==================== block 1
Fig. 1: block 1, drive-strength map
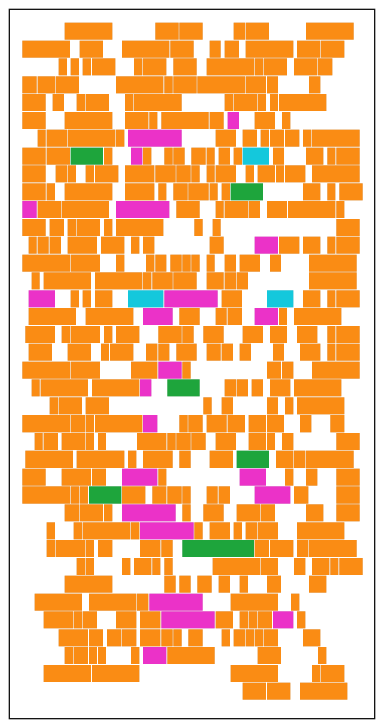

<file path="config.mk">
export PLATFORM = sky130hd
export DESIGN_NAME = fft_twiddle_gen
export DESIGN_NICKNAME = d
export VERILOG_FILES = /design/src/rtl/fft_twiddle_gen.sv
export SDC_FILE = /design/constraint.sdc
export NUM_CORES = 1
export LEC_CHECK = 0
export CORE_ASPECT_RATIO = 2
export CORE_MARGIN = 1.5
export CORE_UTILIZATION = 57
export CTS_CLUSTER_SIZE = 25
export DETAILED_ROUTE_END_ITERATION = 10
export GPL_TIMING_DRIVEN = 0
export PLACE_DENSITY = 0.81
export SLEW_MARGIN = 30
export SYNTH_ARGS = -nofsm -noshare
export SYNTH_HDL_FRONTEND = slang
export SYNTH_SLANG_ARGS = --single-unit
</file>
<file path="constraint.sdc">
create_clock -name clk -period 3.9 [get_ports clk]
set_clock_uncertainty 0.1 [all_clocks]
set_input_delay 0.78 -clock clk [delete_from_list [all_inputs] [get_ports clk]]
set_output_delay 0.78 -clock clk [all_outputs]
set_load 0.1 [all_outputs]
</file>
<file path="src/rtl/fft_twiddle_gen.sv">
// fft_twiddle_gen: pipelined twiddle-factor generator for radix-2 FFT stages.
// Returns W_N^k = cos(2*pi*k/N) - j*sin(2*pi*k/N), with k = (addr << stage) mod N.
// Values come from a quarter-wave sine ROM using quadrant folding.
// The latency is three cycles. An optional conjugate is applied for IFFT use.
module fft_twiddle_gen #(
    parameter int N_LOG2 = 4,
    parameter int DW     = 12,
    parameter int SW     = $clog2(N_LOG2)
) (
    input  logic                 clk,
    input  logic                 rst,
    input  logic                 valid,
    input  logic [N_LOG2-1:0]    addr,
    input  logic [SW-1:0]        stage,
    input  logic                 inverse,
    output logic signed [DW-1:0] twiddle_re,
    output logic signed [DW-1:0] twiddle_im,
    output logic                 valid_out
);

    localparam int     QUARTER = 1 << (N_LOG2 - 2);     // N/4
    localparam int     AW      = N_LOG2 - 1;            // index width covering 0..N/4
    localparam int     MW      = DW - 1;                // unsigned magnitude width
    localparam longint AMP     = (longint'(1) << (DW - 1)) - 1;

    // round(AMP * sin(pi*i / (2*QUARTER))), evaluated at elaboration via a Taylor series
    function automatic logic [MW-1:0] rom_entry(input int i);
        real    x;
        real    term;
        real    sum;
        longint v;
        x    = 3.14159265358979323846 * real'(i) / (2.0 * real'(QUARTER));
        term = x;
        sum  = x;
        for (int n = 1; n <= 12; n++) begin
            term = -term * x * x / real'((2 * n) * (2 * n + 1));
            sum  = sum + term;
        end
        v = longint'(real'(AMP) * sum);
        if (v > AMP) v = AMP;
        if (v < 0)   v = 0;
        return MW'(v);
    endfunction

    // NOTE: the ROM is a constant table, not state, so it has no reset and no write port.
    logic [MW-1:0] rom [0:QUARTER];
    for (genvar gi = 0; gi <= QUARTER; gi++) begin : g_rom
        localparam logic [MW-1:0] VAL = rom_entry(gi);
        assign rom[gi] = VAL;
    end

    // ---------------- P1: index folding ----------------
    logic [N_LOG2-1:0] k_in;
    logic [AW-1:0]     r_in;
    logic [AW-1:0]     cr_in;

    // Effective index and its quarter-wave offsets; the shift truncates to give mod N
    // NOTE: every always_comb output gets a default first, so no path can infer a latch.
    always_comb begin
        k_in  = addr << stage;
        r_in  = AW'(k_in & N_LOG2'(QUARTER - 1));
        cr_in = AW'(QUARTER) - r_in;
    end

    logic              v_p1;
    logic [N_LOG2-1:0] k_p1;
    logic [AW-1:0]     cr_p1;
    logic              inv_p1;

    // P1 register: accept the request; inverse and stage matter only when valid is 1
    // NOTE: sequential state uses non-blocking assignments, so stages update together.
    always_ff @(posedge clk) begin
        if (rst) begin
            v_p1   <= 1'b0;
            k_p1   <= '0;
            cr_p1  <= '0;
            inv_p1 <= 1'b0;
        end else begin
            v_p1 <= valid;
            if (valid) begin
                k_p1   <= k_in;
                cr_p1  <= cr_in;
                inv_p1 <= inverse;
            end
        end
    end

    // The quadrant and the in-quadrant offset are bit fields of the registered k
    logic [1:0]    q_p1;
    logic [AW-1:0] r_p1;
    assign q_p1 = k_p1[N_LOG2-1 -: 2];
    assign r_p1 = AW'(k_p1 & N_LOG2'(QUARTER - 1));

    // ---------------- P2: ROM reads ----------------
    logic          v_p2;
    logic [MW-1:0] s_p2;
    logic [MW-1:0] c_p2;
    logic [1:0]    q_p2;
    logic          inv_p2;

    // P2 register: capture the sine (s) and cosine (c) magnitudes for this quadrant offset
    always_ff @(posedge clk) begin
        if (rst) begin
            v_p2   <= 1'b0;
            s_p2   <= '0;
            c_p2   <= '0;
            q_p2   <= '0;
            inv_p2 <= 1'b0;
        end else begin
            v_p2 <= v_p1;
            if (v_p1) begin
                s_p2   <= rom[r_p1];
                c_p2   <= rom[cr_p1];
                q_p2   <= q_p1;
                inv_p2 <= inv_p1;
            end
        end
    end

    // ---------------- P3: sign/swap and outputs ----------------
    logic signed [DW-1:0] s_ext;
    logic signed [DW-1:0] c_ext;
    logic signed [DW-1:0] re_nxt;
    logic signed [DW-1:0] im_nxt;

    // Quadrant mapping, then conjugation on inverse; magnitudes <= AMP, so negation is safe
    always_comb begin
        s_ext  = signed'({1'b0, s_p2});
        c_ext  = signed'({1'b0, c_p2});
        re_nxt = c_ext;
        im_nxt = -s_ext;
        case (q_p2)
            2'd0: begin re_nxt = c_ext;  im_nxt = -s_ext; end
            2'd1: begin re_nxt = -s_ext; im_nxt = -c_ext; end
            2'd2: begin re_nxt = -c_ext; im_nxt = s_ext;  end
            default: begin re_nxt = s_ext; im_nxt = c_ext; end
        endcase
        if (inv_p2) im_nxt = -im_nxt;
    end

    // Output register: load on a valid result and hold the last value otherwise
    always_ff @(posedge clk) begin
        if (rst) begin
            valid_out  <= 1'b0;
            twiddle_re <= '0;
            twiddle_im <= '0;
        end else begin
            valid_out <= v_p2;
            if (v_p2) begin
                twiddle_re <= re_nxt;
                twiddle_im <= im_nxt;
            end
        end
    end

endmodule

</file>
==================== block 2
$ cat src/rtl/byte_stripe_ctrl.sv
// Two-lane word striper: sends SYNC_WORDS alignment pairs, then alternates
// accepted input words between lane 0 and lane 1 behind per-lane hold registers.
module byte_stripe_ctrl #(
    parameter int          SYNC_WORDS   = 4,
    parameter logic [31:0] SYNC_PATTERN = 32'hBCBCBCBC
) (
    input  logic        clk_2f,
    input  logic        reset,
    input  logic        enable,
    input  logic        valid_in,
    input  logic [31:0] data_in,
    output logic        ready_out,
    input  logic        lane_ready_0,
    input  logic        lane_ready_1,
    output logic        valid_0,
    output logic        valid_1,
    output logic [31:0] lane_0,
    output logic [31:0] lane_1,
    output logic [1:0]  state,
    output logic [7:0]  words_0,
    output logic [7:0]  words_1
);

    typedef enum logic [1:0] {
        IDLE   = 2'd0,
        SYNC   = 2'd1,
        ACTIVE = 2'd2,
        DRAIN  = 2'd3
    } state_t;

    state_t      state_reg;
    logic [3:0]  sync_cnt_reg;
    logic        ptr_reg;
    logic [1:0]  valid_reg;
    logic [31:0] lane_reg  [2];
    logic [7:0]  words_reg [2];

    logic [1:0]  lane_ready;
    logic [1:0]  free;
    logic [1:0]  load;
    logic        sync_load;
    logic        sync_done;
    logic        xfer;

    assign lane_ready = {lane_ready_1, lane_ready_0};

    // Sync pairs only go out when both lanes can take a word in the same cycle.
    assign sync_load = (state_reg == SYNC) && enable && (&free);
    assign sync_done = sync_load && (sync_cnt_reg == 4'(SYNC_WORDS - 1));
    assign ready_out = (state_reg == ACTIVE) && free[ptr_reg];
    assign xfer      = valid_in && ready_out;

    generate
        for (genvar gi = 0; gi < 2; gi++) begin : g_lane
            assign free[gi] = !valid_reg[gi] || lane_ready[gi];
            assign load[gi] = sync_load || (xfer && (ptr_reg == 1'(gi)));

            always_ff @(posedge clk_2f or posedge reset) begin
                if (reset) begin
                    valid_reg[gi] <= 1'b0;
                    lane_reg[gi]  <= '0;
                    words_reg[gi] <= '0;
                end else begin
                    if (load[gi]) begin
                        lane_reg[gi]  <= sync_load ? SYNC_PATTERN : data_in;
                        valid_reg[gi] <= 1'b1;
                    end else if (lane_ready[gi]) begin
                        valid_reg[gi] <= 1'b0;
                    end
                    // Counters restart when the link goes active; sync words never count.
                    if (sync_done)
                        words_reg[gi] <= '0;
                    else if (xfer && (ptr_reg == 1'(gi)))
                        words_reg[gi] <= words_reg[gi] + 8'd1;
                end
            end
        end
    endgenerate

    always_ff @(posedge clk_2f or posedge reset) begin
        if (reset) begin
            state_reg    <= IDLE;
            sync_cnt_reg <= '0;
            ptr_reg      <= 1'b0;
        end else begin
            case (state_reg)
                IDLE: begin
                    if (enable && (&free)) begin
                        state_reg    <= SYNC;
                        sync_cnt_reg <= '0;
                    end
                end
                SYNC: begin
                    if (!enable) begin
                        state_reg <= IDLE;
                    end else if (sync_load) begin
                        sync_cnt_reg <= sync_cnt_reg + 4'd1;
                        if (sync_done) begin
                            state_reg <= ACTIVE;
                            ptr_reg   <= 1'b0;
                        end
                    end
                end
                ACTIVE: begin
                    if (xfer)
                        ptr_reg <= ~ptr_reg;
                    if (!enable)
                        state_reg <= DRAIN;
                end
                DRAIN: begin
                    if (valid_reg == 2'b00)
                        state_reg <= IDLE;
                end
                default: state_reg <= IDLE;
            endcase
        end
    end

    assign state   = state_reg;
    assign valid_0 = valid_reg[0];
    assign valid_1 = valid_reg[1];
    assign lane_0  = lane_reg[0];
    assign lane_1  = lane_reg[1];
    assign words_0 = words_reg[0];
    assign words_1 = words_reg[1];

endmodule

$ cat config.mk
export PLATFORM = sky130hd
export DESIGN_NAME = byte_stripe_ctrl
export DESIGN_NICKNAME = d
export VERILOG_FILES = /design/src/rtl/byte_stripe_ctrl.sv
export SDC_FILE = /design/constraint.sdc
export NUM_CORES = 1
export LEC_CHECK = 0
export CAP_MARGIN = 10
export CORE_ASPECT_RATIO = 1.5
export CORE_MARGIN = 2
export CORE_UTILIZATION = 46
export CTS_CLUSTER_DIAMETER = 50
export DETAILED_ROUTE_END_ITERATION = 8
export PLACE_DENSITY_LB_ADDON = 0.1
export RECOVER_POWER = 100
export SLEW_MARGIN = 10
export SYNTH_ARGS = -nofsm -noshare
export SYNTH_HDL_FRONTEND = slang
export SYNTH_SLANG_ARGS = --single-unit
$ cat constraint.sdc
create_clock -name clk_2f -period 3.21 [get_ports clk_2f]
set_clock_uncertainty 0.15 [all_clocks]
set_input_delay 0.4815 -clock clk_2f [delete_from_list [all_inputs] [get_ports clk_2f]]
set_output_delay 0.4815 -clock clk_2f [all_outputs]
set_load 0.01 [all_outputs]
Fig. 2: block 2, clock routing
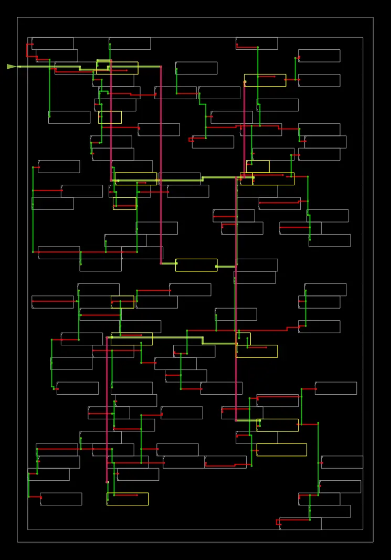
clock buffers: 13
clock group total power: 1.12 mW
sequential cell count: 89
total clock sinks: 89

Fig. 3: block 2, drive-strength map
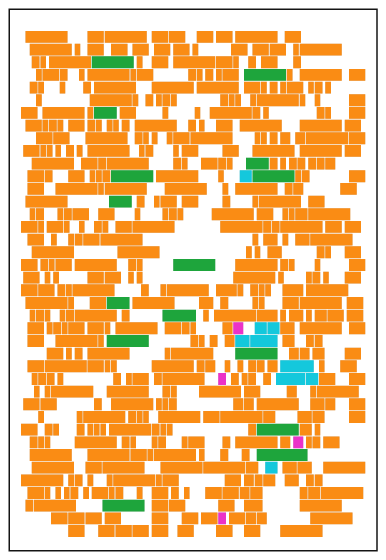
Key: green = drive 6 and up [cells 15, share 2.8%]; orange = drive 1 or less [cells 512, share 95%]; cyan = drive 3 to 4 [cells 9, share 1.7%]; magenta = drive 2 [cells 4, share 0.74%]

==> metrics.log, block 2 <==
[report] implementation figures
INFO  metric post_synthesis_sequential_area_ratio = 58.0%
INFO  metric synth.net_count = 458
INFO  metric worst-slew-pin-transition = 1.47 ns
INFO  metric warnings = 26
INFO  metric post_cts.repair.setup_buffers = 0
INFO  metric final_critical_delay_including_setup_and_external_delays = 2.85 ns
INFO  metric placementRows = 40
INFO  metric postSynth.asyncResetShare = 100%
INFO  metric clkPwrFrac = 34.5%
INFO  metric comb_power_share = 22.0%
INFO  metric gp_congestion = 0.819
INFO  metric final_max_slew_viol_count = 0
INFO  metric grt_max_degree = 44
INFO  metric first_iter_violations = 153
INFO  metric max_cap_violations = 1
INFO  metric clk_latency = 0.34 ns
INFO  metric final.fill_count = 653
INFO  metric drt-pass1-iter-count = 4
INFO  metric design.core.area = 8060 um2
INFO  metric cts_root_buf = clkbuf_16
INFO  metric worstRegToRegCells = 5
INFO  metric slew_headroom = 1.25%
INFO  metric destination_of_the_worst_hold_path = lane_1[29]
INFO  metric cts-resized-gates = 0
INFO  metric synth_cell_type_count = 38
INFO  metric floorplan.io_pins = 123
INFO  metric ctsLongestPathBuffers = 2
INFO  metric grt_antenna_before_repair = 0
INFO  metric cts.clk_slew.worst_paths = 0.06 ns
INFO  metric crit_fanout = 9
INFO  metric pwr-share-seq = 43.5%
INFO  metric holdPathStages = 2
INFO  metric cts_tree = yes
INFO  metric status = finished with violations
INFO  metric grt_first_pass_wirelength = 17400 um
INFO  metric yosys_warnings = 0
INFO  metric violations_in_the_final_reports = max-capacitance violations
INFO  metric grt_pass1_vias = 3602
INFO  metric cp_buf_inv_count = 2
INFO  metric dominant_cells = sequential cells
INFO  metric via_count = 3479
INFO  metric final_hold_viol_count = 0
block 2: cells in the mapped netlist (2+ instances only):
library cell,number,area (um2)
and3_1,2,12.5
o2111ai_1,2,17.5
o31ai_1,5,37.5
nand2b_1,4,25.0
nand4_1,4,25.0
nor3_1,2,10.0
mux2i_1,2,20.0
buf_2,9,45.0
a21oi_1,31,155
o21ai_0,16,80.1
or3_1,4,25.0
clkbuf_1,16,60.1
ha_1,3,37.5
nor2_1,7,26.3
inv_1,6,22.5
xnor2_1,3,26.3
nand3_1,48,240
o221ai_1,3,26.3
nand2_1,140,526
dfrtp_1,89,2230
nor2b_1,3,18.8
or4_1,2,15.0
block 2: metrics by stage:
step                power (mW)  cell area [um2]  cells  util (%)  setup WS, ns
finish                    3.24             5480    645      68.0         0.365
global route              3.39             5480    645      68.0         0.243
CTS                       3.33             5510    645      68.4         0.572
detailed placement        2.20             5180    629      64.3         0.578
global placement          2.18             5180    629      64.3         0.592
floorplan                 1.78             3840    417         -         0.272
block 2: routing by layer:
layer  GRT usage [%]  part of all wire [%]  vias up
met5               0                     0        -
met4            14.5                   3.5        0
met3            6.54                   5.8       31
met2            42.8                    52      117
met1            28.5                    38     1690
li1                -                     -     1641
Fig. 4: block 1, gate families picked out
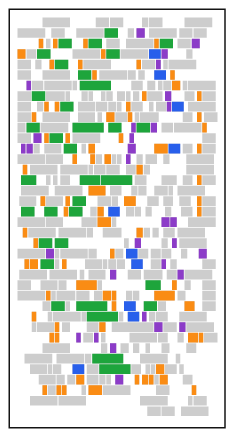
Key: purple = NAND gates [cells 31, most used nand2_1, where widely spread]; blue = XOR/XNOR gates [cells 10, most used xor2_1]; green = multiplexers [cells 34, most used mux2i_1]; orange = NOR gates [cells 76, most used nor2_1, where widely spread]

Notes on Fig. 1 above:
Key: orange = drive 1 or less [cells 373, share 92%]; magenta = drive 2 [cells 22, share 5.4%]; cyan = drive 3 to 4 [cells 3, share 0.74%]; green = drive 6 and up [cells 6, share 1.5%]

==> metrics.log, block 1 <==
[report] implementation figures
INFO  metric clkPwrFrac = 28.9%
INFO  metric ys_area = 3140 um2
INFO  metric place_ws = 0.615 ns
INFO  metric enable_flop_cells = 0
INFO  metric cts.clk_slew.worst_paths = 0.09 ns
INFO  metric synth_area = 3140 um2
INFO  metric comb_power_share = 27.3%
INFO  metric postSynth.asyncResetShare = 0%
INFO  metric pwr-share-seq = 43.8%
INFO  metric synthesis.instances = 364
INFO  metric max_clock_freq = 300 MHz
INFO  metric destination_of_the_worst_hold_path = twiddle_im[1]
INFO  metric placementRows = 38
INFO  metric total_power = 1.30 mW
INFO  metric crit_end = twiddle_im[10]
INFO  metric yosys_register_bits = 52
INFO  metric gp_congestion = 0.972
INFO  metric timing.setup.critical_path_class = flop to flop
INFO  metric crit_chain = clkbuf_1 -> inv_1 -> ha_1 -> mux4_2 -> or2_0 -> or3_4 -> or3_4 -> nor4b_2 -> o32ai_1
INFO  metric critical_path.startpoint = s_p2[8]
INFO  metric worst_hold_path_type = flop to flop
INFO  metric crit_arrival = 3.41 ns
INFO  metric p_int = 866 uW
INFO  metric power-per-cell-area = 357 nW/um2
INFO  metric antenna_left = 0
INFO  metric synthFlopType = dfxtp_1
INFO  metric via_count = 2911
INFO  metric status = finished clean
## block 1: Yosys cell counts, drive strengths merged (2+ instances only)
cell and instances:
mux2i 24, a21oi 21, mux2 3, nor3b 3, a221oi 2, or3 3
and3 2, o21ai 11, nand3 10, o2111ai 5, a311oi 3, nor4b 3
buf 7, mux4 7, a21o 2, o22ai 7, a211oi 9, o211a 2
o211ai 5, clkbuf 23, nand4 3, ha 13, xnor2 2, nand2 12
nor2b 7, xor2 8, or2 4, or3b 2, a31oi 9, o221ai 2
or4b 2, nor3 10, nand2b 6, nor2 52, dfxtp 52, inv 15
## block 1: cell type report
class                      instances  share of cell area [%]
multi-input combinational        267                    52.9
clock buffer                       6                    1.99
sequential                        52                    28.6
timing repair buffer              32                    8.79
clock inverter                     2                   0.962
inverter                          15                    1.55
buffer                            30                    3.16
tap                               60                    2.06
## block 1: layer usage
metal / part of all wire, % / wire length, um / up-vias / global-route usage [%]
met5: 0 / 0 / - / 0
li1: - / - / 1402 / -
met4: 6.2 / 535 / 0 / 20.2
met1: 36 / 3100 / 1354 / 28.4
met2: 54 / 4660 / 119 / 55.5
met3: 4.1 / 352 / 36 / 4.55

==================== block 3
--- src/rtl/lsu_pkg.sv ---
// -----------------------------------------------------------------------------
// lsu_pkg
// Shared definitions for the load/store unit:
//   - RV32I load/store funct3 encodings (F3_*)
//   - lsu_state_t : control FSM states
//   - access_legal(): legality of a (we, funct3, addr[1:0]) combination
// -----------------------------------------------------------------------------
package lsu_pkg;

    localparam logic [2:0] F3_B  = 3'b000;
    localparam logic [2:0] F3_H  = 3'b001;
    localparam logic [2:0] F3_W  = 3'b010;
    localparam logic [2:0] F3_BU = 3'b100;
    localparam logic [2:0] F3_HU = 3'b101;

    typedef enum logic [1:0] {
        IDLE     = 2'd0,
        ACCESS   = 2'd1,
        MERGE_WR = 2'd2,
        RESP     = 2'd3
    } lsu_state_t;

    // Unsigned loads have no store counterpart, and every width must be
    // naturally aligned. Anything not listed is illegal.
    function automatic logic access_legal(input logic       we,
                                          input logic [2:0] funct3,
                                          input logic [1:0] addr_lo);
        case (funct3)
            F3_B:    access_legal = 1'b1;
            F3_H:    access_legal = !addr_lo[0];
            F3_W:    access_legal = (addr_lo == 2'b00);
            F3_BU:   access_legal = !we;
            F3_HU:   access_legal = !we && !addr_lo[0];
            default: access_legal = 1'b0;
        endcase
    endfunction

endpackage

--- src/rtl/lsu_lane_align.sv ---
// -----------------------------------------------------------------------------
// lsu_lane_align
// Purely combinational byte-lane steering for 32-bit words.
//   funct3_i    : load/store size and signedness
//   addr_lo_i   : byte offset inside the word (addr[1:0])
//   rdata_i     : word read from memory
//   wdata_i     : store data (rs2)
//   load_data_o : selected lane, sign- or zero-extended to 32 bits
//   merged_o    : rdata_i with the addressed byte/halfword replaced by wdata_i
// Outputs for illegal funct3/offset combinations are don't-care to the caller.
// -----------------------------------------------------------------------------
module lsu_lane_align
    import lsu_pkg::*;
(
    input  logic [2:0]  funct3_i,
    input  logic [1:0]  addr_lo_i,
    input  logic [31:0] rdata_i,
    input  logic [31:0] wdata_i,
    output logic [31:0] load_data_o,
    output logic [31:0] merged_o
);

    logic [7:0]  byte_sel;
    logic [15:0] half_sel;

    assign byte_sel = rdata_i[8*addr_lo_i +: 8];
    assign half_sel = addr_lo_i[1] ? rdata_i[31:16] : rdata_i[15:0];

    // NOTE: every output of a combinational block gets a default before the
    // case, so no path leaves it unassigned and no latch is inferred.
    always_comb begin
        load_data_o = '0;
        case (funct3_i)
            F3_B:    load_data_o = {{24{byte_sel[7]}}, byte_sel};
            F3_H:    load_data_o = {{16{half_sel[15]}}, half_sel};
            F3_W:    load_data_o = rdata_i;
            F3_BU:   load_data_o = {24'd0, byte_sel};
            F3_HU:   load_data_o = {16'd0, half_sel};
            default: load_data_o = '0;
        endcase
    end

    always_comb begin
        merged_o = rdata_i;
        case (funct3_i)
            F3_B: merged_o[8*addr_lo_i +: 8] = wdata_i[7:0];
            F3_H: begin
                if (addr_lo_i[1]) merged_o[31:16] = wdata_i[15:0];
                else              merged_o[15:0]  = wdata_i[15:0];
            end
            F3_W:    merged_o = wdata_i;
            default: merged_o = rdata_i;
        endcase
    end

endmodule

--- src/rtl/load_store_unit.sv ---
// -----------------------------------------------------------------------------
// load_store_unit
// Bridges byte-addressed RV32I loads/stores to a word-wide memory with
// full-word writes only. Sub-word stores are a read-modify-write over two
// cycles; illegal or misaligned accesses never touch memory and complete
// with resp_err.
//
// Ports
//   clk, rst                 : clock, synchronous active-high reset
//   req_valid / req_ready    : request handshake (accept on valid && ready)
//   req_we, req_funct3       : store/load and RV32I funct3
//   req_addr, req_wdata      : byte address and store data
//   resp_valid               : one-cycle completion pulse
//   resp_rdata, resp_err     : load result / error flag, held until next resp
//   mem_addr, mem_wen        : word index and write enable to memory
//   mem_wdata                : full word to write
//   mem_rdata                : combinational read data of mem_addr
// -----------------------------------------------------------------------------
module load_store_unit
    import lsu_pkg::*;
#(
    parameter int ADDRESS_WIDTH = 20,
    parameter int DATA_WIDTH    = 32
) (
    input  logic                     clk,
    input  logic                     rst,
    input  logic                     req_valid,
    output logic                     req_ready,
    input  logic                     req_we,
    input  logic [2:0]               req_funct3,
    input  logic [DATA_WIDTH-1:0]    req_addr,
    input  logic [DATA_WIDTH-1:0]    req_wdata,
    output logic                     resp_valid,
    output logic [DATA_WIDTH-1:0]    resp_rdata,
    output logic                     resp_err,
    output logic [ADDRESS_WIDTH-1:0] mem_addr,
    output logic                     mem_wen,
    output logic [DATA_WIDTH-1:0]    mem_wdata,
    input  logic [DATA_WIDTH-1:0]    mem_rdata
);

    lsu_state_t state_q, state_d;

    // Only the bits that reach memory plus the byte offset are kept; the
    // upper address bits are ignored by design.
    logic [ADDRESS_WIDTH+1:0] addr_q;
    logic [2:0]               funct3_q;
    logic                     we_q;
    logic [DATA_WIDTH-1:0]    wdata_q;
    logic [DATA_WIDTH-1:0]    merged_q;
    logic [DATA_WIDTH-1:0]    resp_rdata_q;
    logic                     resp_err_q;

    logic                     accept;
    logic                     legal;
    logic                     is_word_store;
    logic [DATA_WIDTH-1:0]    load_data;
    logic [DATA_WIDTH-1:0]    merged;
    logic                     unused_addr_bits;

    assign unused_addr_bits = ^req_addr[DATA_WIDTH-1:ADDRESS_WIDTH+2];

    assign req_ready     = (state_q == IDLE) && !rst;
    assign accept        = req_valid && req_ready;
    assign legal         = access_legal(we_q, funct3_q, addr_q[1:0]);
    assign is_word_store = we_q && (funct3_q == F3_W);

    assign mem_addr   = addr_q[ADDRESS_WIDTH+1:2];
    assign mem_wdata  = (state_q == MERGE_WR) ? merged_q : wdata_q;
    assign resp_valid = (state_q == RESP);
    assign resp_rdata = resp_rdata_q;
    assign resp_err   = resp_err_q;

    lsu_lane_align u_lane_align (
        .funct3_i    (funct3_q),
        .addr_lo_i   (addr_q[1:0]),
        .rdata_i     (mem_rdata),
        .wdata_i     (wdata_q),
        .load_data_o (load_data),
        .merged_o    (merged)
    );

    // Next state and write enable. The write strobe is gated by rst so a
    // reset arriving mid-RMW can never corrupt the target word.
    always_comb begin
        state_d = state_q;
        mem_wen = 1'b0;
        case (state_q)
            IDLE: begin
                if (accept) state_d = ACCESS;
            end
            ACCESS: begin
                if (legal && we_q && !is_word_store) begin
                    state_d = MERGE_WR;
                end else begin
                    state_d = RESP;
                    mem_wen = legal && is_word_store;
                end
            end
            MERGE_WR: begin
                state_d = RESP;
                mem_wen = 1'b1;
            end
            RESP: begin
                state_d = IDLE;
            end
            default: state_d = IDLE;
        endcase
        if (rst) mem_wen = 1'b0;
    end

    // NOTE: sequential state uses non-blocking assignments only, so every
    // register samples pre-edge values regardless of statement order.
    always_ff @(posedge clk) begin
        if (rst) begin
            state_q      <= IDLE;
            addr_q       <= '0;
            funct3_q     <= '0;
            we_q         <= 1'b0;
            wdata_q      <= '0;
            merged_q     <= '0;
            resp_rdata_q <= '0;
            resp_err_q   <= 1'b0;
        end else begin
            state_q <= state_d;

            if (accept) begin
                addr_q   <= req_addr[ADDRESS_WIDTH+1:0];
                funct3_q <= req_funct3;
                we_q     <= req_we;
                wdata_q  <= req_wdata;
            end

            // Response fields are settled in ACCESS and then held through
            // RESP and beyond, until the next request reaches ACCESS.
            if (state_q == ACCESS) begin
                resp_err_q   <= !legal;
                resp_rdata_q <= (legal && !we_q) ? load_data : '0;
                if (legal && we_q && !is_word_store) merged_q <= merged;
            end
        end
    end

endmodule

--- config.mk ---
export PLATFORM = sky130hd
export DESIGN_NAME = load_store_unit
export DESIGN_NICKNAME = d
export VERILOG_FILES = /design/src/rtl/lsu_pkg.sv /design/src/rtl/lsu_lane_align.sv /design/src/rtl/load_store_unit.sv
export SDC_FILE = /design/constraint.sdc
export NUM_CORES = 1
export LEC_CHECK = 0
export CORE_MARGIN = 5
export CORE_UTILIZATION = 52
export CTS_BUF_LIST = sky130_fd_sc_hd__clkbuf_8 sky130_fd_sc_hd__clkbuf_16
export CTS_CLUSTER_DIAMETER = 200
export DETAILED_ROUTE_END_ITERATION = 8
export GPL_TIMING_DRIVEN = 0
export PLACE_DENSITY_LB_ADDON = 0.1
export SYNTH_ARGS = -nofsm -noshare
export SYNTH_HDL_FRONTEND = slang
export SYNTH_SLANG_ARGS = --single-unit
export TNS_END_PERCENT = 1
--- constraint.sdc ---
create_clock -name clk -period 6.6 [get_ports clk]
set_clock_uncertainty 0.15 [all_clocks]
set_input_delay 0.99 -clock clk [delete_from_list [all_inputs] [get_ports clk]]
set_output_delay 0.99 -clock clk [all_outputs]
set_load 0.02 [all_outputs]
==================== block 4
`config.mk`:
```
export PLATFORM = sky130hd
export DESIGN_NAME = song_sequencer
export DESIGN_NICKNAME = d
export VERILOG_FILES = /design/src/rtl/song_sequencer_pkg.sv /design/src/rtl/song_sequencer_tick_timer.sv /design/src/rtl/song_sequencer.sv
export SDC_FILE = /design/constraint.sdc
export NUM_CORES = 1
export LEC_CHECK = 0
export ABC_CLOCK_PERIOD_IN_PS = 3150
export CORE_ASPECT_RATIO = 1.1
export CORE_MARGIN = 2
export CORE_UTILIZATION = 40
export CTS_BUF_LIST = sky130_fd_sc_hd__clkbuf_16
export DETAILED_ROUTE_END_ITERATION = 10
export SYNTH_ARGS = -nofsm -noshare
export SYNTH_HDL_FRONTEND = slang
export SYNTH_SLANG_ARGS = --single-unit
```
`constraint.sdc`:
```
create_clock -name clk -period 3.15 [get_ports clk]
set_clock_uncertainty 0.05 [all_clocks]
set_input_delay 0.315 -clock clk [delete_from_list [all_inputs] [get_ports clk]]
set_output_delay 0.315 -clock clk [all_outputs]
set_load 0.1 [all_outputs]
```
`src/rtl/song_sequencer_pkg.sv`:
```
// Shared encodings for the song sequencer: global mode values, sequencer states
// and the ROM-word sentinels (rest note, end-of-song duration).
package song_sequencer_pkg;

   localparam logic [1:0] PLAY_MODE = 2'd1;
   localparam logic [1:0] UART_MODE = 2'd2;

   localparam int REST_NOTE = 0;
   localparam int END_DUR   = 0;

   typedef enum logic [2:0] {
      SEQ_IDLE,
      SEQ_FETCH,
      SEQ_WAIT,
      SEQ_LOAD,
      SEQ_PLAY,
      SEQ_PAUSED,
      SEQ_DONE
   } seq_state_e;

   // Auto-play only owns the buzzer outside of live-play and UART modes.
   function automatic logic seq_enabled(input logic [1:0] mode);
      return (mode != PLAY_MODE) && (mode != UART_MODE);
   endfunction

endpackage

```
`src/rtl/song_sequencer_tick_timer.sv`:
```
// Note-duration timer: a TICK_DIV prescaler feeding a duration down-counter.
// load restarts a note, hold freezes both counters, expire marks a note's last cycle.
module seq_tick_timer #(
   parameter int TICK_DIV = 12_500_000,
   parameter int DUR_W    = 4
) (
   input  logic             clk,
   input  logic             rst,
   input  logic             load,
   input  logic             hold,
   input  logic [DUR_W-1:0] dur,
   output logic             expire
);

   localparam int TW = (TICK_DIV > 1) ? $clog2(TICK_DIV) : 1;
   localparam logic [TW-1:0] TICK_MAX = TW'(TICK_DIV - 1);

   logic [TW-1:0]    tick_cnt;
   logic [DUR_W-1:0] dur_cnt;
   logic             wrap;

   assign wrap   = (tick_cnt == TICK_MAX);
   assign expire = wrap && (dur_cnt == DUR_W'(1));

   always_ff @(posedge clk) begin
      if (rst) begin
         tick_cnt <= '0;
         dur_cnt  <= '0;
      end else if (load) begin
         tick_cnt <= '0;
         dur_cnt  <= dur;
      end else if (!hold) begin
         if (wrap) begin
            tick_cnt <= '0;
            if (dur_cnt != '0) dur_cnt <= dur_cnt - 1'b1;
         end else begin
            tick_cnt <= tick_cnt + 1'b1;
         end
      end
   end

endmodule

```
`src/rtl/song_sequencer.sv`:
```
// Auto-play song sequencer: walks a song's {note, dur} words in the song ROM and
// times each note. Define SEQ_LOOP_EN to replay the song instead of returning to idle.
module song_sequencer
   import song_sequencer_pkg::*;
#(
   parameter int SONG_W   = 5,
   parameter int OFF_W    = 6,
   parameter int NOTE_W   = 5,
   parameter int DUR_W    = 4,
   parameter int TICK_DIV = 12_500_000
) (
   input  logic                     clk,
   input  logic                     rst,
   input  logic [1:0]               mode,
   input  logic [SONG_W-1:0]        song_idx,
   input  logic                     select,
   input  logic                     pause,
   input  logic                     stop,
   output logic [SONG_W+OFF_W-1:0]  rom_addr,
   input  logic [NOTE_W+DUR_W-1:0]  rom_data,
   output logic [NOTE_W-1:0]        note,
   output logic                     note_valid,
   output logic                     busy,
   output logic                     done
);

   localparam logic [OFF_W-1:0] OFF_MAX = {OFF_W{1'b1}};

   seq_state_e              state, state_n;
   logic                    select_q;
   logic [SONG_W-1:0]       cur_song, cur_song_n;
   logic [OFF_W-1:0]        off, off_n, off_inc;
   logic [SONG_W+OFF_W-1:0] rom_addr_n;
   logic [NOTE_W-1:0]       note_n, rd_note;
   logic [DUR_W-1:0]        rd_dur;
   logic                    note_valid_n;
   logic                    sel_edge, abort;
   logic                    tmr_load, tmr_hold, tmr_expire;

   assign rd_note  = rom_data[NOTE_W+DUR_W-1 -: NOTE_W];
   assign rd_dur   = rom_data[DUR_W-1:0];
   assign off_inc  = off + 1'b1;
   assign sel_edge = select && !select_q;
   assign abort    = stop || !seq_enabled(mode);
   assign busy     = (state != SEQ_IDLE);
   assign done     = (state == SEQ_DONE);

   seq_tick_timer #(.TICK_DIV(TICK_DIV), .DUR_W(DUR_W)) u_timer (
      .clk    (clk),
      .rst    (rst),
      .load   (tmr_load),
      .hold   (tmr_hold),
      .dur    (rd_dur),
      .expire (tmr_expire)
   );

   always_ff @(posedge clk) begin
      if (rst) begin
         state      <= SEQ_IDLE;
         select_q   <= 1'b0;
         cur_song   <= '0;
         off        <= '0;
         rom_addr   <= '0;
         note       <= '0;
         note_valid <= 1'b0;
      end else begin
         state      <= state_n;
         select_q   <= select;
         cur_song   <= cur_song_n;
         off        <= off_n;
         rom_addr   <= rom_addr_n;
         note       <= note_n;
         note_valid <= note_valid_n;
      end
   end

   always_comb begin
      state_n      = state;
      cur_song_n   = cur_song;
      off_n        = off;
      rom_addr_n   = rom_addr;
      note_n       = note;
      note_valid_n = note_valid;
      tmr_load     = 1'b0;
      tmr_hold     = 1'b1;

      if (abort) begin
         state_n      = SEQ_IDLE;
         note_valid_n = 1'b0;
      end else if (sel_edge) begin
         state_n      = SEQ_FETCH;
         cur_song_n   = song_idx;
         off_n        = '0;
         rom_addr_n   = {song_idx, {OFF_W{1'b0}}};
         note_valid_n = 1'b0;
      end else begin
         unique case (state)
            SEQ_FETCH: state_n = SEQ_WAIT;
            SEQ_WAIT:  state_n = SEQ_LOAD;
            SEQ_LOAD: begin
               if (rd_dur == DUR_W'(END_DUR)) begin
                  state_n = SEQ_DONE;
               end else begin
                  tmr_load     = 1'b1;
                  note_n       = rd_note;
                  note_valid_n = (rd_note != NOTE_W'(REST_NOTE));
                  state_n      = SEQ_PLAY;
               end
            end
            SEQ_PLAY: begin
               if (pause) begin
                  state_n      = SEQ_PAUSED;
                  note_valid_n = 1'b0;
               end else begin
                  tmr_hold = 1'b0;
                  if (tmr_expire) begin
                     note_valid_n = 1'b0;
                     // A full song slot with no end marker finishes instead of wrapping.
                     if (off == OFF_MAX) begin
                        state_n = SEQ_DONE;
                     end else begin
                        off_n      = off_inc;
                        rom_addr_n = {cur_song, off_inc};
                        state_n    = SEQ_WAIT;
                     end
                  end
               end
            end
            SEQ_PAUSED: begin
               if (!pause) begin
                  state_n      = SEQ_PLAY;
                  note_valid_n = (note != NOTE_W'(REST_NOTE));
               end
            end
            SEQ_DONE: begin
`ifdef SEQ_LOOP_EN
               off_n      = '0;
               rom_addr_n = {cur_song, {OFF_W{1'b0}}};
               state_n    = SEQ_FETCH;
`else
               state_n    = SEQ_IDLE;
`endif
            end
            default: state_n = SEQ_IDLE;
         endcase
      end
   end

endmodule

```
==================== block 5
[config.mk]
export PLATFORM = sky130hd
export DESIGN_NAME = fifo_burst_reader
export DESIGN_NICKNAME = d
export VERILOG_FILES = /design/src/rtl/fifo_pkg.sv /design/src/rtl/out_skid_buf.sv /design/src/rtl/fifo_burst_reader.sv
export SDC_FILE = /design/constraint.sdc
export NUM_CORES = 1
export LEC_CHECK = 0
export CORE_ASPECT_RATIO = 0.9
export CORE_UTILIZATION = 25
export CTS_CLUSTER_SIZE = 25
export DETAILED_ROUTE_END_ITERATION = 8
export GPL_ROUTABILITY_DRIVEN = 0
export SYNTH_ARGS = -nofsm -noshare
export SYNTH_HDL_FRONTEND = slang
export SYNTH_HIERARCHICAL = 1
export SYNTH_SLANG_ARGS = --single-unit
[constraint.sdc]
create_clock -name clk -period 2.13 [get_ports clk]
set_clock_uncertainty 0.2 [all_clocks]
set_input_delay 0.639 -clock clk [delete_from_list [all_inputs] [get_ports clk]]
set_output_delay 0.639 -clock clk [all_outputs]
set_load 0.1 [all_outputs]
[src/rtl/fifo_pkg.sv]
// Shared definitions for the 8-bit sync FIFO, its watermark write FSM and
// the burst reader.
package fifo_pkg;

    localparam int DATA_W = 8;
    localparam int CNT_W  = 4;

    typedef enum logic {
        IDLE  = 1'b0,
        BURST = 1'b1
    } rd_state_t;

    // Room for one more read. A pop in this cycle frees a slot before the
    // read data lands two edges later, so it counts as credit.
    // Expressed as occ + pend < 2 + pop to avoid underflow.
    function automatic logic has_credit(input logic [1:0] occ,
                                        input logic       pend,
                                        input logic       pop);
        return ({1'b0, occ} + {2'b00, pend}) < (3'd2 + {2'b00, pop});
    endfunction

endpackage

[src/rtl/out_skid_buf.sv]
// Two-entry output buffer for a valid/ready stream. The head entry is
// presented on data_out_o and stays put until popped.
module out_skid_buf
    import fifo_pkg::*;
#(
    parameter int W = fifo_pkg::DATA_W
) (
    input  logic         clk_i,
    input  logic         rst_i,
    input  logic         push_i,
    input  logic [W-1:0] data_in_i,
    input  logic         pop_i,
    output logic [W-1:0] data_out_o,
    output logic         valid_o,
    output logic [1:0]   occ_o
);

    logic [W-1:0] mem_q [2];
    logic         rd_ptr_q;
    logic         wr_ptr_q;
    logic [1:0]   occ_q;
    logic [1:0]   occ_d;
    logic         do_pop;
    logic         do_push;

    // A pop on an empty buffer is ignored; a push while full is dropped
    // rather than corrupting the head (callers are expected to hold credit).
    assign do_pop  = pop_i && (occ_q != 2'd0);
    assign do_push = push_i && ((occ_q != 2'd2) || do_pop);

    // occupancy next state: push and pop together cancel
    always_comb begin
        occ_d = occ_q;
        case ({do_push, do_pop})
            2'b10:   occ_d = occ_q + 2'd1;
            2'b01:   occ_d = occ_q - 2'd1;
            default: occ_d = occ_q;
        endcase
    end

    // storage, pointers and occupancy
    always_ff @(posedge clk_i) begin
        if (rst_i) begin
            mem_q[0] <= '0;
            mem_q[1] <= '0;
            rd_ptr_q <= 1'b0;
            wr_ptr_q <= 1'b0;
            occ_q    <= 2'd0;
        end else begin
            if (do_push) begin
                mem_q[wr_ptr_q] <= data_in_i;
                wr_ptr_q        <= !wr_ptr_q;
            end
            if (do_pop) begin
                rd_ptr_q <= !rd_ptr_q;
            end
            occ_q <= occ_d;
        end
    end

    assign data_out_o = mem_q[rd_ptr_q];
    assign valid_o    = (occ_q != 2'd0);
    assign occ_o      = occ_q;

endmodule

[src/rtl/fifo_burst_reader.sv]
// Read-side burst engine for the 8-bit sync FIFO. Idles until the FIFO
// reaches HIGH_WM, then reads one byte per cycle until occupancy falls to
// LOW_WM. Bytes land in a 2-entry buffer and leave on a valid/ready stream;
// reads are only issued when the buffer is guaranteed room, so backpressure
// never drops data.
// Optional build macro FIFO_BURST_READER_STATS_EN adds burst_count/burst_done.
module fifo_burst_reader
    import fifo_pkg::*;
#(
    parameter int DATA_W  = fifo_pkg::DATA_W,
    parameter int CNT_W   = fifo_pkg::CNT_W,
    parameter int HIGH_WM = 6,
    parameter int LOW_WM  = 2
) (
    input  logic              clk,
    input  logic              rst,
    output logic              fifo_rd_en,
    input  logic [DATA_W-1:0] fifo_data,
    input  logic              fifo_empty,
    input  logic [CNT_W-1:0]  fifo_words,
    output logic [DATA_W-1:0] out_data,
    output logic              out_valid,
    input  logic              out_ready,
    output logic              busy
`ifdef FIFO_BURST_READER_STATS_EN
    ,
    output logic [7:0]        burst_count,
    output logic              burst_done
`endif
);

    rd_state_t  state_q;
    rd_state_t  state_d;
    logic       rd_pend_q;
    logic [1:0] occ;
    logic       out_pop;
    logic       words_hi;
    logic       words_lo;

    assign out_pop  = out_valid && out_ready;
    assign words_hi = (fifo_words >= CNT_W'(HIGH_WM));
    assign words_lo = (fifo_words <= CNT_W'(LOW_WM));

    // next state and read strobe; exit always uses the live occupancy so
    // concurrent upstream writes stretch the burst
    always_comb begin
        state_d    = state_q;
        fifo_rd_en = 1'b0;
        case (state_q)
            IDLE: begin
                if (words_hi) begin
                    state_d = BURST;
                end
            end
            BURST: begin
                fifo_rd_en = !rst && !fifo_empty && !words_lo &&
                             has_credit(occ, rd_pend_q, out_pop);
                if (words_lo || fifo_empty) begin
                    state_d = IDLE;
                end
            end
            default: state_d = IDLE;
        endcase
    end

    // state register and one-deep read-latency tracker; a read in flight at
    // reset is dropped on purpose
    always_ff @(posedge clk) begin
        if (rst) begin
            state_q   <= IDLE;
            rd_pend_q <= 1'b0;
        end else begin
            state_q   <= state_d;
            rd_pend_q <= fifo_rd_en;
        end
    end

    assign busy = (state_q == BURST);

    // FIFO data arrives the cycle after the strobe and is captured here
    out_skid_buf #(
        .W (DATA_W)
    ) u_out_buf (
        .clk_i      (clk),
        .rst_i      (rst),
        .push_i     (rd_pend_q),
        .data_in_i  (fifo_data),
        .pop_i      (out_pop),
        .data_out_o (out_data),
        .valid_o    (out_valid),
        .occ_o      (occ)
    );

`ifdef FIFO_BURST_READER_STATS_EN
    logic [7:0] burst_count_q;
    logic [7:0] burst_count_d;
    logic       burst_done_q;

    // bytes delivered since the burst started; trailing pops after the
    // burst ends still belong to it
    always_comb begin
        burst_count_d = burst_count_q;
        if ((state_q == IDLE) && (state_d == BURST)) begin
            burst_count_d = 8'd0;
        end else if (out_pop && (burst_count_q != 8'hFF)) begin
            burst_count_d = burst_count_q + 8'd1;
        end
    end

    // stats registers; done pulses in the first IDLE cycle after a burst
    always_ff @(posedge clk) begin
        if (rst) begin
            burst_count_q <= 8'd0;
            burst_done_q  <= 1'b0;
        end else begin
            burst_count_q <= burst_count_d;
            burst_done_q  <= (state_q == BURST) && (state_d == IDLE);
        end
    end

    assign burst_count = burst_count_q;
    assign burst_done  = burst_done_q;
`endif

endmodule
==================== block 6
--- src/rtl/control_pkg.sv ---
// Shared control definitions: the ALU opcode set plus the issue-stage
// state encoding, flag bit positions and opcode classification helpers.
package control;

  typedef enum logic [3:0] {
    ADD = 4'd0,
    SUB = 4'd1,
    MUL = 4'd2,
    DIV = 4'd3,
    SHL = 4'd4,
    SHR = 4'd5,
    ROL = 4'd6,
    ROR = 4'd7,
    AND = 4'd8,
    OR  = 4'd9,
    XOR = 4'd10,
    NOT = 4'd11
  } alu_op_e;

  typedef enum logic [2:0] {
    IDLE,
    OPA,
    OPB,
    EXEC,
    CAPT,
    WB
  } seq_state_e;

  localparam int FLAG_Z = 0;
  localparam int FLAG_N = 1;
  localparam int FLAG_C = 2;
  localparam int FLAG_E = 3;

  // Faulting operations report a zero result with the error bit set.
  localparam logic [3:0] FAULT_FLAGS = (4'b0001 << FLAG_E) | (4'b0001 << FLAG_Z);

  function automatic logic is_unary(alu_op_e op);
    return op inside {SHL, SHR, ROL, ROR, NOT};
  endfunction

  function automatic logic is_legal(logic [3:0] code);
    return code <= 4'd11;
  endfunction

endpackage

--- src/rtl/alu_sequencer_flags.sv ---
// Combinational status-flag generator for one ALU operation, derived from
// the operands and the result rather than from ALU internals.
module alu_flags
  import control::*;
(
  input  alu_op_e     op,
  input  logic [7:0]  a,
  input  logic [7:0]  b,
  input  logic [7:0]  result,
  output logic [3:0]  flags
);

  logic [8:0]  sum9;
  logic [15:0] prod;
  logic        carry;
  logic        error;

  always_comb begin
    sum9  = {1'b0, a} + {1'b0, b};
    prod  = {8'h00, a} * {8'h00, b};
    carry = 1'b0;
    error = 1'b0;
    case (op)
      ADD:      carry = sum9[8];
      SUB:      carry = (a < b);
      MUL:      carry = |prod[15:8];
      DIV:      error = (b == 8'h00);
      SHL, ROL: carry = a[7];
      SHR, ROR: carry = a[0];
      default:  carry = 1'b0;
    endcase
    flags         = 4'b0000;
    flags[FLAG_Z] = (result == 8'h00);
    flags[FLAG_N] = result[7];
    flags[FLAG_C] = carry;
    flags[FLAG_E] = error;
  end

endmodule

--- src/rtl/alu_sequencer.sv ---
// Multi-cycle issue stage in front of the 8-bit ALU: gathers an opcode and
// its operands, runs one ALU operation, and offers result plus flags for write-back.
module alu_sequencer
  import control::*;
(
  input  logic        clock,
  input  logic        reset,
  input  logic        instr_valid,
  input  logic [7:0]  instr,
  output logic        instr_ready,
  input  logic        opnd_valid,
  input  logic [7:0]  opnd_data,
  output logic        opnd_ready,
  output logic [7:0]  register1,
  output logic [7:0]  register2,
  output alu_op_e     alu_op,
  output logic        alu_out,
  input  logic [7:0]  alu_result,
  output logic        wb_valid,
  input  logic        wb_ready,
  output logic [7:0]  wb_data,
  output logic [3:0]  wb_flags
);

  seq_state_e state;
  logic [3:0] opcode;
  alu_op_e    op_e;
  logic [3:0] flags;
  logic       unused_instr_hi;

  assign op_e            = alu_op_e'(opcode);
  assign unused_instr_hi = ^instr[7:4];

  alu_flags u_flags (
    .op     (op_e),
    .a      (register1),
    .b      (register2),
    .result (alu_result),
    .flags  (flags)
  );

  // Ready/valid and ALU controls are registered alongside the state so every
  // output changes only on a clock edge (or immediately on reset).
  always_ff @(posedge clock or posedge reset) begin
    if (reset) begin
      state       <= IDLE;
      opcode      <= 4'h0;
      instr_ready <= 1'b0;
      opnd_ready  <= 1'b0;
      register1   <= 8'h00;
      register2   <= 8'h00;
      alu_op      <= ADD;
      alu_out     <= 1'b0;
      wb_valid    <= 1'b0;
      wb_data     <= 8'h00;
      wb_flags    <= 4'h0;
    end else begin
      case (state)
        IDLE: begin
          if (instr_ready && instr_valid) begin
            opcode      <= instr[3:0];
            instr_ready <= 1'b0;
            opnd_ready  <= 1'b1;
            state       <= OPA;
          end else begin
            instr_ready <= 1'b1;
          end
        end
        OPA: begin
          if (opnd_valid) begin
            register1 <= opnd_data;
            if (!is_legal(opcode)) begin
              opnd_ready <= 1'b0;
              wb_data    <= 8'h00;
              wb_flags   <= FAULT_FLAGS;
              wb_valid   <= 1'b1;
              state      <= WB;
            end else if (is_unary(op_e)) begin
              register2  <= 8'h00;
              opnd_ready <= 1'b0;
              alu_op     <= op_e;
              state      <= EXEC;
            end else begin
              state <= OPB;
            end
          end
        end
        OPB: begin
          if (opnd_valid) begin
            register2  <= opnd_data;
            opnd_ready <= 1'b0;
            // Division by zero never reaches the ALU.
            if (op_e == DIV && opnd_data == 8'h00) begin
              wb_data  <= 8'h00;
              wb_flags <= FAULT_FLAGS;
              wb_valid <= 1'b1;
              state    <= WB;
            end else begin
              alu_op <= op_e;
              state  <= EXEC;
            end
          end
        end
        EXEC: begin
          alu_out <= 1'b1;
          state   <= CAPT;
        end
        CAPT: begin
          alu_out  <= 1'b0;
          alu_op   <= ADD;
          wb_data  <= alu_result;
          wb_flags <= flags;
          wb_valid <= 1'b1;
          state    <= WB;
        end
        WB: begin
          if (wb_ready) begin
            wb_valid    <= 1'b0;
            instr_ready <= 1'b1;
            state       <= IDLE;
          end
        end
        default: state <= IDLE;
      endcase
    end
  end

endmodule
--- config.mk ---
export PLATFORM = sky130hd
export DESIGN_NAME = alu_sequencer
export DESIGN_NICKNAME = d
export VERILOG_FILES = /design/src/rtl/control_pkg.sv /design/src/rtl/alu_sequencer_flags.sv /design/src/rtl/alu_sequencer.sv
export SDC_FILE = /design/constraint.sdc
export NUM_CORES = 1
export LEC_CHECK = 0
export CAP_MARGIN = 20
export CORE_UTILIZATION = 55
export CTS_CLUSTER_DIAMETER = 120
export CTS_CLUSTER_SIZE = 12
export DETAILED_ROUTE_END_ITERATION = 10
export PLACE_DENSITY = 0.81
export SLEW_MARGIN = 0
export SYNTH_ARGS = -nofsm -noshare
export SYNTH_HDL_FRONTEND = slang
export SYNTH_SLANG_ARGS = --single-unit
--- constraint.sdc ---
create_clock -name clock -period 4.9 [get_ports clock]
set_clock_uncertainty 0.1 [all_clocks]
set_input_delay 0.98 -clock clock [delete_from_list [all_inputs] [get_ports clock]]
set_output_delay 0.98 -clock clock [all_outputs]
set_load 0.03 [all_outputs]
Fig. 5: block 3, signal wires on met2
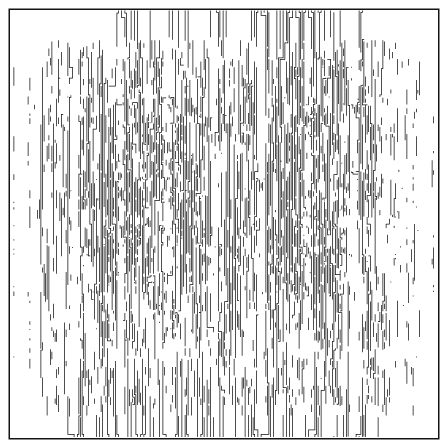
The layer holds 46% of the routed length. The layer carries 10900 um of wire. 918 nets have wire on it. The longest straight run is 73.6 um.

==> metrics.log, block 3 <==
[report] implementation figures
INFO  metric status = finished clean
INFO  metric synthMuxAreaShare = 7.50%
INFO  metric final_cell_count_no_fill = 1187
INFO  metric worst_hold_path_type = flop to flop
INFO  metric first_iter_violations = 750
INFO  metric synth_area = 6790 um2
INFO  metric crit_arrival = 3.33 ns
INFO  metric complex_gate_fraction_of_the_synthesized_area = 23.9%
INFO  metric n_antenna_cell = 0
INFO  metric post_synthesis_sequential_area_ratio = 36.8%
INFO  metric cts_htree_levels = 4
INFO  metric cts.clk_slew.worst_paths = 0.05 ns
INFO  metric p_int = 2.03 mW
INFO  metric grt_max_degree = 17
INFO  metric die_w = 124 um
INFO  metric final.fill_count = 1046
INFO  metric yosys_cells = 808
INFO  metric cp_data_required_time = 5.46 ns
INFO  metric comb_power_share = 43.0%
## block 3: layout make-up
class,count,area [um2],area share [%]
flip-flops and latches,125,2500,26.8
clock buffers,19,453,4.86
repair buffers,180,1800,19.3
clock inverters,8,58.8,0.631
inverters,14,52.6,0.564
well taps,172,215,2.31
multi-input cells,586,3710,39.8
plain buffers,83,527,5.65
## block 3: routing by layer
| layer | wire [um] | GRT usage, % | vias to the layer above |
|---|---|---|---|
| li1 | - | - | 3263 |
| met2 | 10900 | 47.4 | 365 |
| met1 | 9900 | 38.9 | 3212 |
| met3 | 2140 | 6.82 | 57 |
| met5 | 0 | 0 | - |
| met4 | 676 | 11.3 | 0 |
## block 3: layout by cell type (no fill, tap or decap), drive strengths merged, types with 3 or more instances in the layout
cell,count
a21oi,54
o21ai,99
o41ai,3
o22ai,3
dfxtp,125
a22oi,15
o31ai,8
buf,46
nand2b,61
nor2b,4
nand2,97
a221o,11
nand3b,4
a221oi,19
nand4,4
a2111oi,6
and2b,3
a31oi,3
nor3,25
nor2,69
ha,10
clkbuf,55
mux2i,7
inv,19
clkdlybuf4s50,180
nor3b,3
a222oi,3
o21bai,3
mux2,39
o2111ai,5
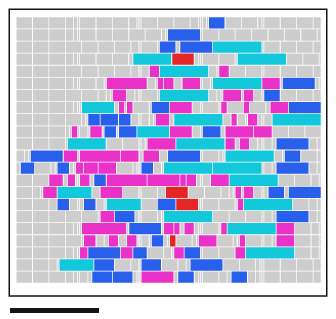
Fig. 6. Placed cells, one colour a class (block 5).
The bar under the picture is 20 um long. Fill, decap, tap and diode cells in grey.
Key: red = clock drivers and dummy loads [cells 4, share of their area 2.5%]; cyan = flip-flops [cells 23, share of their area 35%]; magenta = all other logic [cells 65, share of their area 33%]; blue = other buffers and delay cells [cells 42, share of their area 30%]

==> metrics.log, block 5 <==
[report] implementation figures
INFO  metric status = finished with violations
INFO  metric violations_in_the_final_reports = design-rule violations, negative setup slack
INFO  metric route.detailed.wl_per_inst = 13.5 um
INFO  metric worstRegToRegCells = 9
INFO  metric synth.top_cells.by_area = edfxtp_1 45%, dfxtp_1 13%, mux2_2 8.4%
INFO  metric slew_headroom = 79.0%
INFO  metric grt.met2_usage = 21.3%
INFO  metric cts_root_buf = clkbuf_8
INFO  metric post-route-drc-count = 2
INFO  metric global_route.peak_usage_layer = met2
INFO  metric setup.worst_path.end_class = output pin
INFO  metric yosys_warnings = 6
INFO  metric placementRows = 22
INFO  metric nonClkBufAreaFrac = 28.9%
INFO  metric n_antenna_cell = 0
INFO  metric nClkBuffers = 4
INFO  metric synthesis.instances = 90
INFO  metric route.final.wire_length = 2450 um
INFO  metric irDropWorstVdd = 0.000294 V
INFO  metric numPortBuffers = 26
INFO  metric inverters = 0
INFO  metric layout_top_cell_excl_fill_tap = edfxtp_1
INFO  metric flow.area_growth_from_synthesis = 75.7%
INFO  metric setup_ws = -0.331 ns
INFO  metric postSynth.asyncResetShare = 0%
INFO  metric grt_max_degree = 17
INFO  metric critical_path.startpoint_type = flop
INFO  metric cts.clk_slew.worst_paths = 0.08 ns
INFO  metric final_cell_count_no_fill = 182
INFO  metric yosys_register_bits = 23
INFO  metric area_share_of_fa_ha_maj_cells_after_synthesis = 3.50%
INFO  metric cts_buffers = 3
INFO  metric dieArea = 4550 um2
INFO  metric timing.final.setup_violations = 36
INFO  metric grt_pass1_vias = 865
INFO  metric post_cts.repair.setup_buffers = 5
INFO  metric worst-slew-pin-transition = 0.307 ns
INFO  metric total_leakage_power = 0.723 nW
block 5: power breakdown:
group / switching, mW / total (mW) / leakage (nW) / internal, mW
combinational: 0.144 / 0.254 / 0.475 / 0.111
clock: 0.138 / 0.272 / 0.0228 / 0.134
sequential: 0.0103 / 0.504 / 0.225 / 0.493
total: 0.292 / 1.03 / 0.723 / 0.737
block 5: worst paths after layout:
kind	slack, ns	endpoint	start
worst max-delay path	-0.33	fifo_rd_en	u_out_buf/occ_o[0]
worst min-delay path	0.32	u_out_buf/rd_ptr_q	u_out_buf/rd_ptr_q
worst max register to register	-0.28	u_out_buf/occ_o[1]	u_out_buf/occ_o[0]
worst min register to register	0.32	u_out_buf/rd_ptr_q	u_out_buf/rd_ptr_q
block 5: critical path, stage by stage, from the launching register on:
cell and delay [ns]:
dfxtp_4 0.37, buf_6 0.11, or2_4 0.11, and2_4 0.15
nand2b_4 0.06, a2111oi_4 0.34, buf_12 0.22
block 5: flip-flops by register name, summed over array words and instances (netlist names), named ones only:
register,cells
u_out_buf/mem_q,16
busy,1
rd_pend_q,1
u_out_buf/rd_ptr_q,1
u_out_buf/wr_ptr_q,1
u_out_buf/occ_o,2
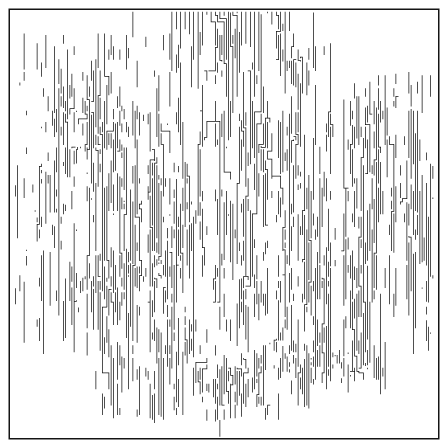
Fig. 7. Signal wires on met2 (block 6).
The layer carries 5300 um of wire. The longest straight run is 47.9 um.

Fig. 8: block 6, drive-strength map
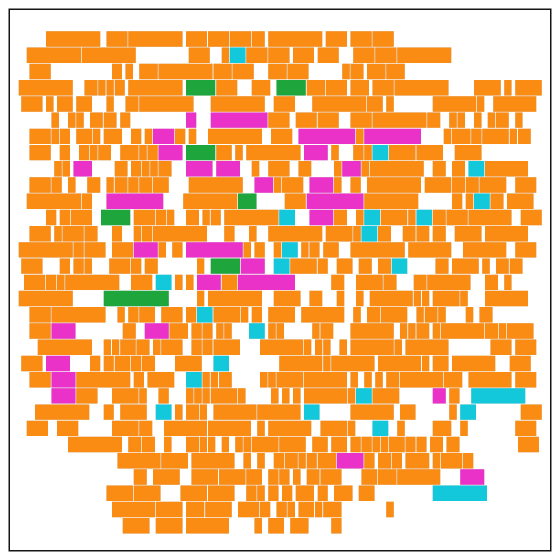
Key: orange = drive 1 or less [cells 485, share 89%]; cyan = drive 3 to 4 [cells 23, share 4.2%]; magenta = drive 2 [cells 29, share 5.3%]; green = drive 6 and up [cells 7, share 1.3%]

==> metrics.log, block 6 <==
[report] implementation figures
INFO  metric worst_hold_path_type = flop to flop
INFO  metric flow.area_growth_from_synthesis = 21.2%
INFO  metric status = finished clean
INFO  metric yosys_warnings = 0
INFO  metric synth.net_count = 592
INFO  metric initial_core_util = 58.2%
INFO  metric synth_area = 4310 um2
INFO  metric postLayoutCoreUtil = 70.5%
INFO  metric xor_area_share = 1.02%
INFO  metric grt-ovfl-total = 0
INFO  metric n_antenna_cell = 0
INFO  metric slew_headroom = 47.9%
INFO  metric ys_top_logic_family = adder cells
INFO  metric cts_htree_levels = 2
INFO  metric route.detailed.wl_per_inst = 16.2 um
INFO  metric layout_buffer_count_excluding_clock_buffers = 81
INFO  metric r2r_start = register2[4]
INFO  metric cpMaxStageDelayCell = fa_1
INFO  metric grt.met2_usage = 45.3%
INFO  metric ys_area = 4310 um2
INFO  metric synth.top_cells.by_area = dfrtp_1 24%, fa_1 16%, ha_1 14%
INFO  metric cts-resized-gates = 1
[block 6: per-stage QoR]
step	power, mW	area (um2)	setup slack [ns]	std cells	setup TNS, ns
floorplan	2.30	4310	0.182	481	0
global placement	3.05	5040	0.118	630	0
detailed placement	3.15	5040	0.0518	630	0
CTS	3.45	5150	0.0267	638	0
global route	3.89	5230	-0.0114	643	-0.0114
finish	3.58	5230	0.171	643	0
[block 6: state kept, by name, indices dropped and copies added, names as in the netlist]
name         count
opnd_ready       1
register2        8
wb_valid         1
state            3
alu_out          1
op_e             4
instr_ready      1
alu_op           4
wb_flags         4
register1        8
wb_data          7
[block 6: cells in the mapped netlist (10+ instances only)]
cell type,number
inv_1,63
nand2_1,57
ha_1,47
dfrtp_1,42
and2_1,36
fa_1,35
o21ai_0,28
a21oi_1,16
clkbuf_1,15
mux2_2,13
nor2_1,13
nor4_1,10
[block 6: metal layers]
layer / wire length [um] / vias to the layer above
met1: 4450 / 1789
met3: 509 / 14
met4: 146 / 0
met5: 0 / -
met2: 5300 / 114
li1: - / 1747
Fig. 9: block 4, placed cells, one colour a class
The bar under the picture is 20 um long. Fill, decap, tap and diode cells in grey.
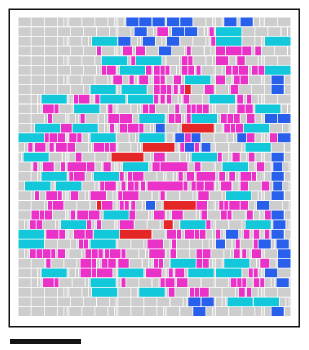
Key: cyan = flip-flops [cells 54, share of their area 34%]; blue = other buffers and delay cells [cells 47, share of their area 14%]; magenta = all other logic [cells 258, share of their area 47%]; red = clock drivers and dummy loads [cells 8, share of their area 4.5%]

==> metrics.log, block 4 <==
[report] implementation figures
INFO  metric status = finished clean
INFO  metric crit_arrival = 2.48 ns
INFO  metric xor_area_share = 7.99%
INFO  metric design.core.area = 6480 um2
INFO  metric worst-r2r-setup-slack = 0.81 ns
INFO  metric proportion_of_layout_cells_with_a_drive_suffix_above_1 = 7.36%
INFO  metric total_leakage_power = 1.14 nW
INFO  metric synth.top_cells.by_area = dfxtp_1 41%, nand2_1 7.6%, nor2_1 5.9%
INFO  metric holdPathStages = 2
INFO  metric global_route.peak_usage_layer = met2
INFO  metric dp.final_hpwl = 4140 um
INFO  metric setup.worst_path.end_class = flop
INFO  metric initial_core_util = 40.6%
INFO  metric hp-start = note[4]
INFO  metric synthMuxAreaShare = 0.381%
INFO  metric timing.setup.critical_path_class = input pin to flop
INFO  metric cts_hold_buf = 0
INFO  metric critical_path.startpoint_type = input pin
INFO  metric cp_buf_inv_count = 1
INFO  metric crit_fanout = 6
INFO  metric n_antenna_cell = 0
==> block 4: per-stage QoR <==
stage | std cells | area [um2] | total power [mW] | hold slack, ns | setup slack [ns]
floorplan | 322 | 2630 | 0.755 | 0.356 | 0.595
global placement | 441 | 3140 | 0.806 | 0.404 | 0.589
detailed placement | 441 | 3140 | 0.806 | 0.411 | 0.527
CTS | 449 | 3280 | 1.34 | 0.422 | 0.775
global route | 449 | 3280 | 1.37 | 0.445 | 0.525
finish | 449 | 3280 | 1.32 | 0.420 | 0.810
==> block 4: cells in the final DEF (no fill, tap or decap), types with 2 or more instances in the layout <==
master	instances
dfxtp_1	54
nand2_1	53
nor2_1	41
clkdlybuf4s50_1	37
a21oi_1	28
xor2_1	15
o21ai_0	13
nand3_1	10
buf_4	10
and3_1	9
xnor2_1	9
nor3_1	8
inv_1	6
a22oi_1	6
nand4_1	5
a31oi_1	5
ha_1	5
clkbuf_16	5
or3_1	4
nor2b_1	4
and2_1	3
or4_1	3
nor4b_2	2
and4_1	2
nand4_2	2
a211o_1	2
o21bai_1	2
nand3b_1	2


==> notes/layouts.md <==
Pictures saved along the way, in no particular order.

Placed cells, one colour a class.
The bar under the picture is 20 um long. Fill, decap, tap and diode cells in grey.
picture 1
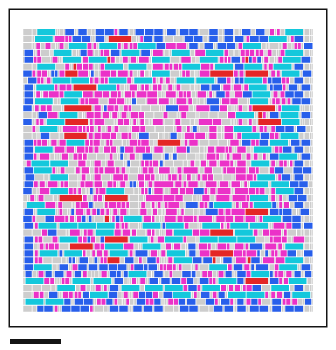
picture 2
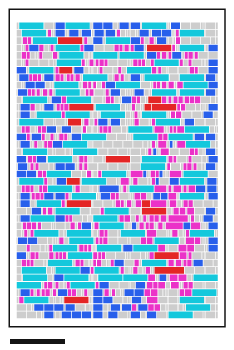
picture 3
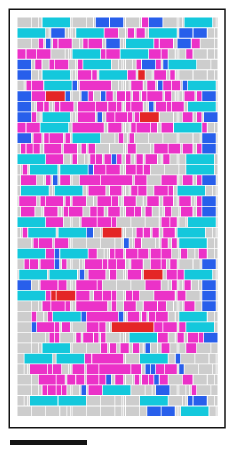
picture 4
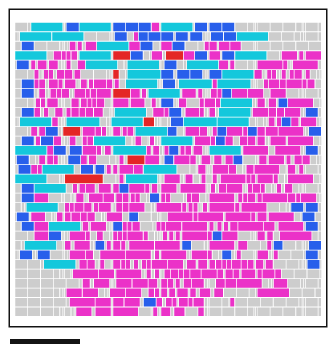
picture 2 -> block 2
picture 3 -> block 1
picture 1 -> block 3
picture 4 -> block 6
- fewest cells: picture 3
- fewest sequential cells: picture 4


## Gallery

Clock routing.
Plate I
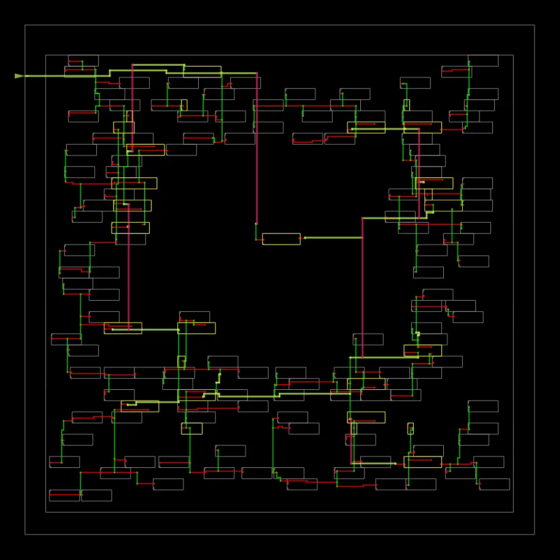
Plate II
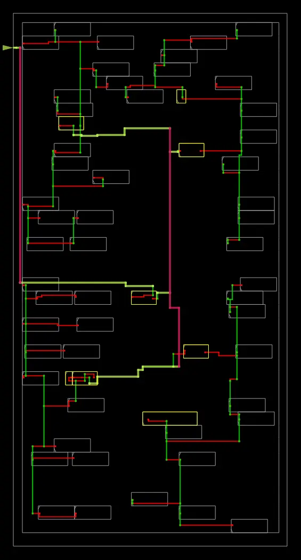
Plate III
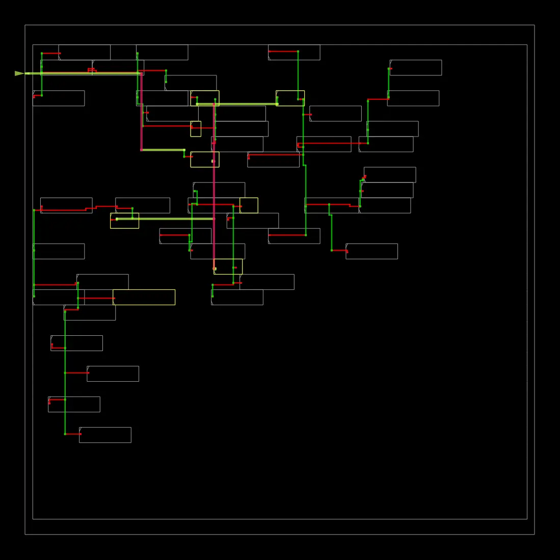
Plate IV
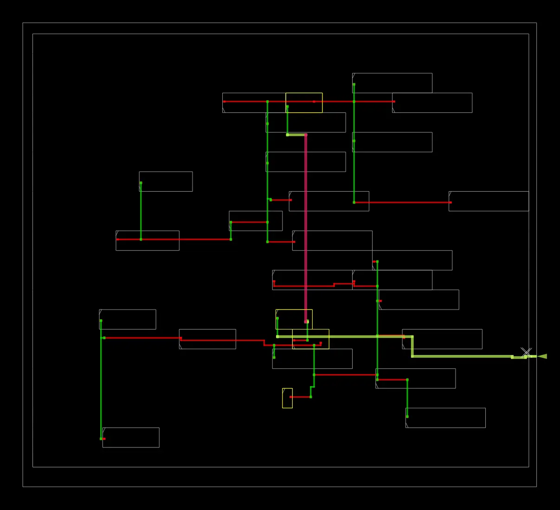
Plate V
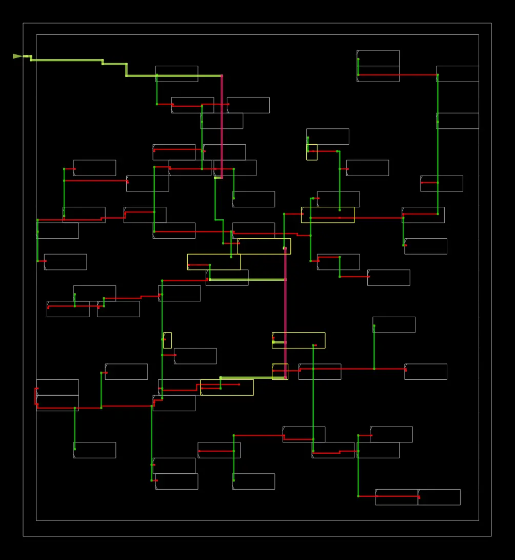
Plate II comes from block 1.
Plate I comes from block 3.
Plate V comes from block 4.
Plate IV comes from block 5.
Plate III comes from block 6.
Of these, fewest sequential cells: Plate IV
Of these, most sequential cells: Plate I

Power and IR drop assume default switching activity.
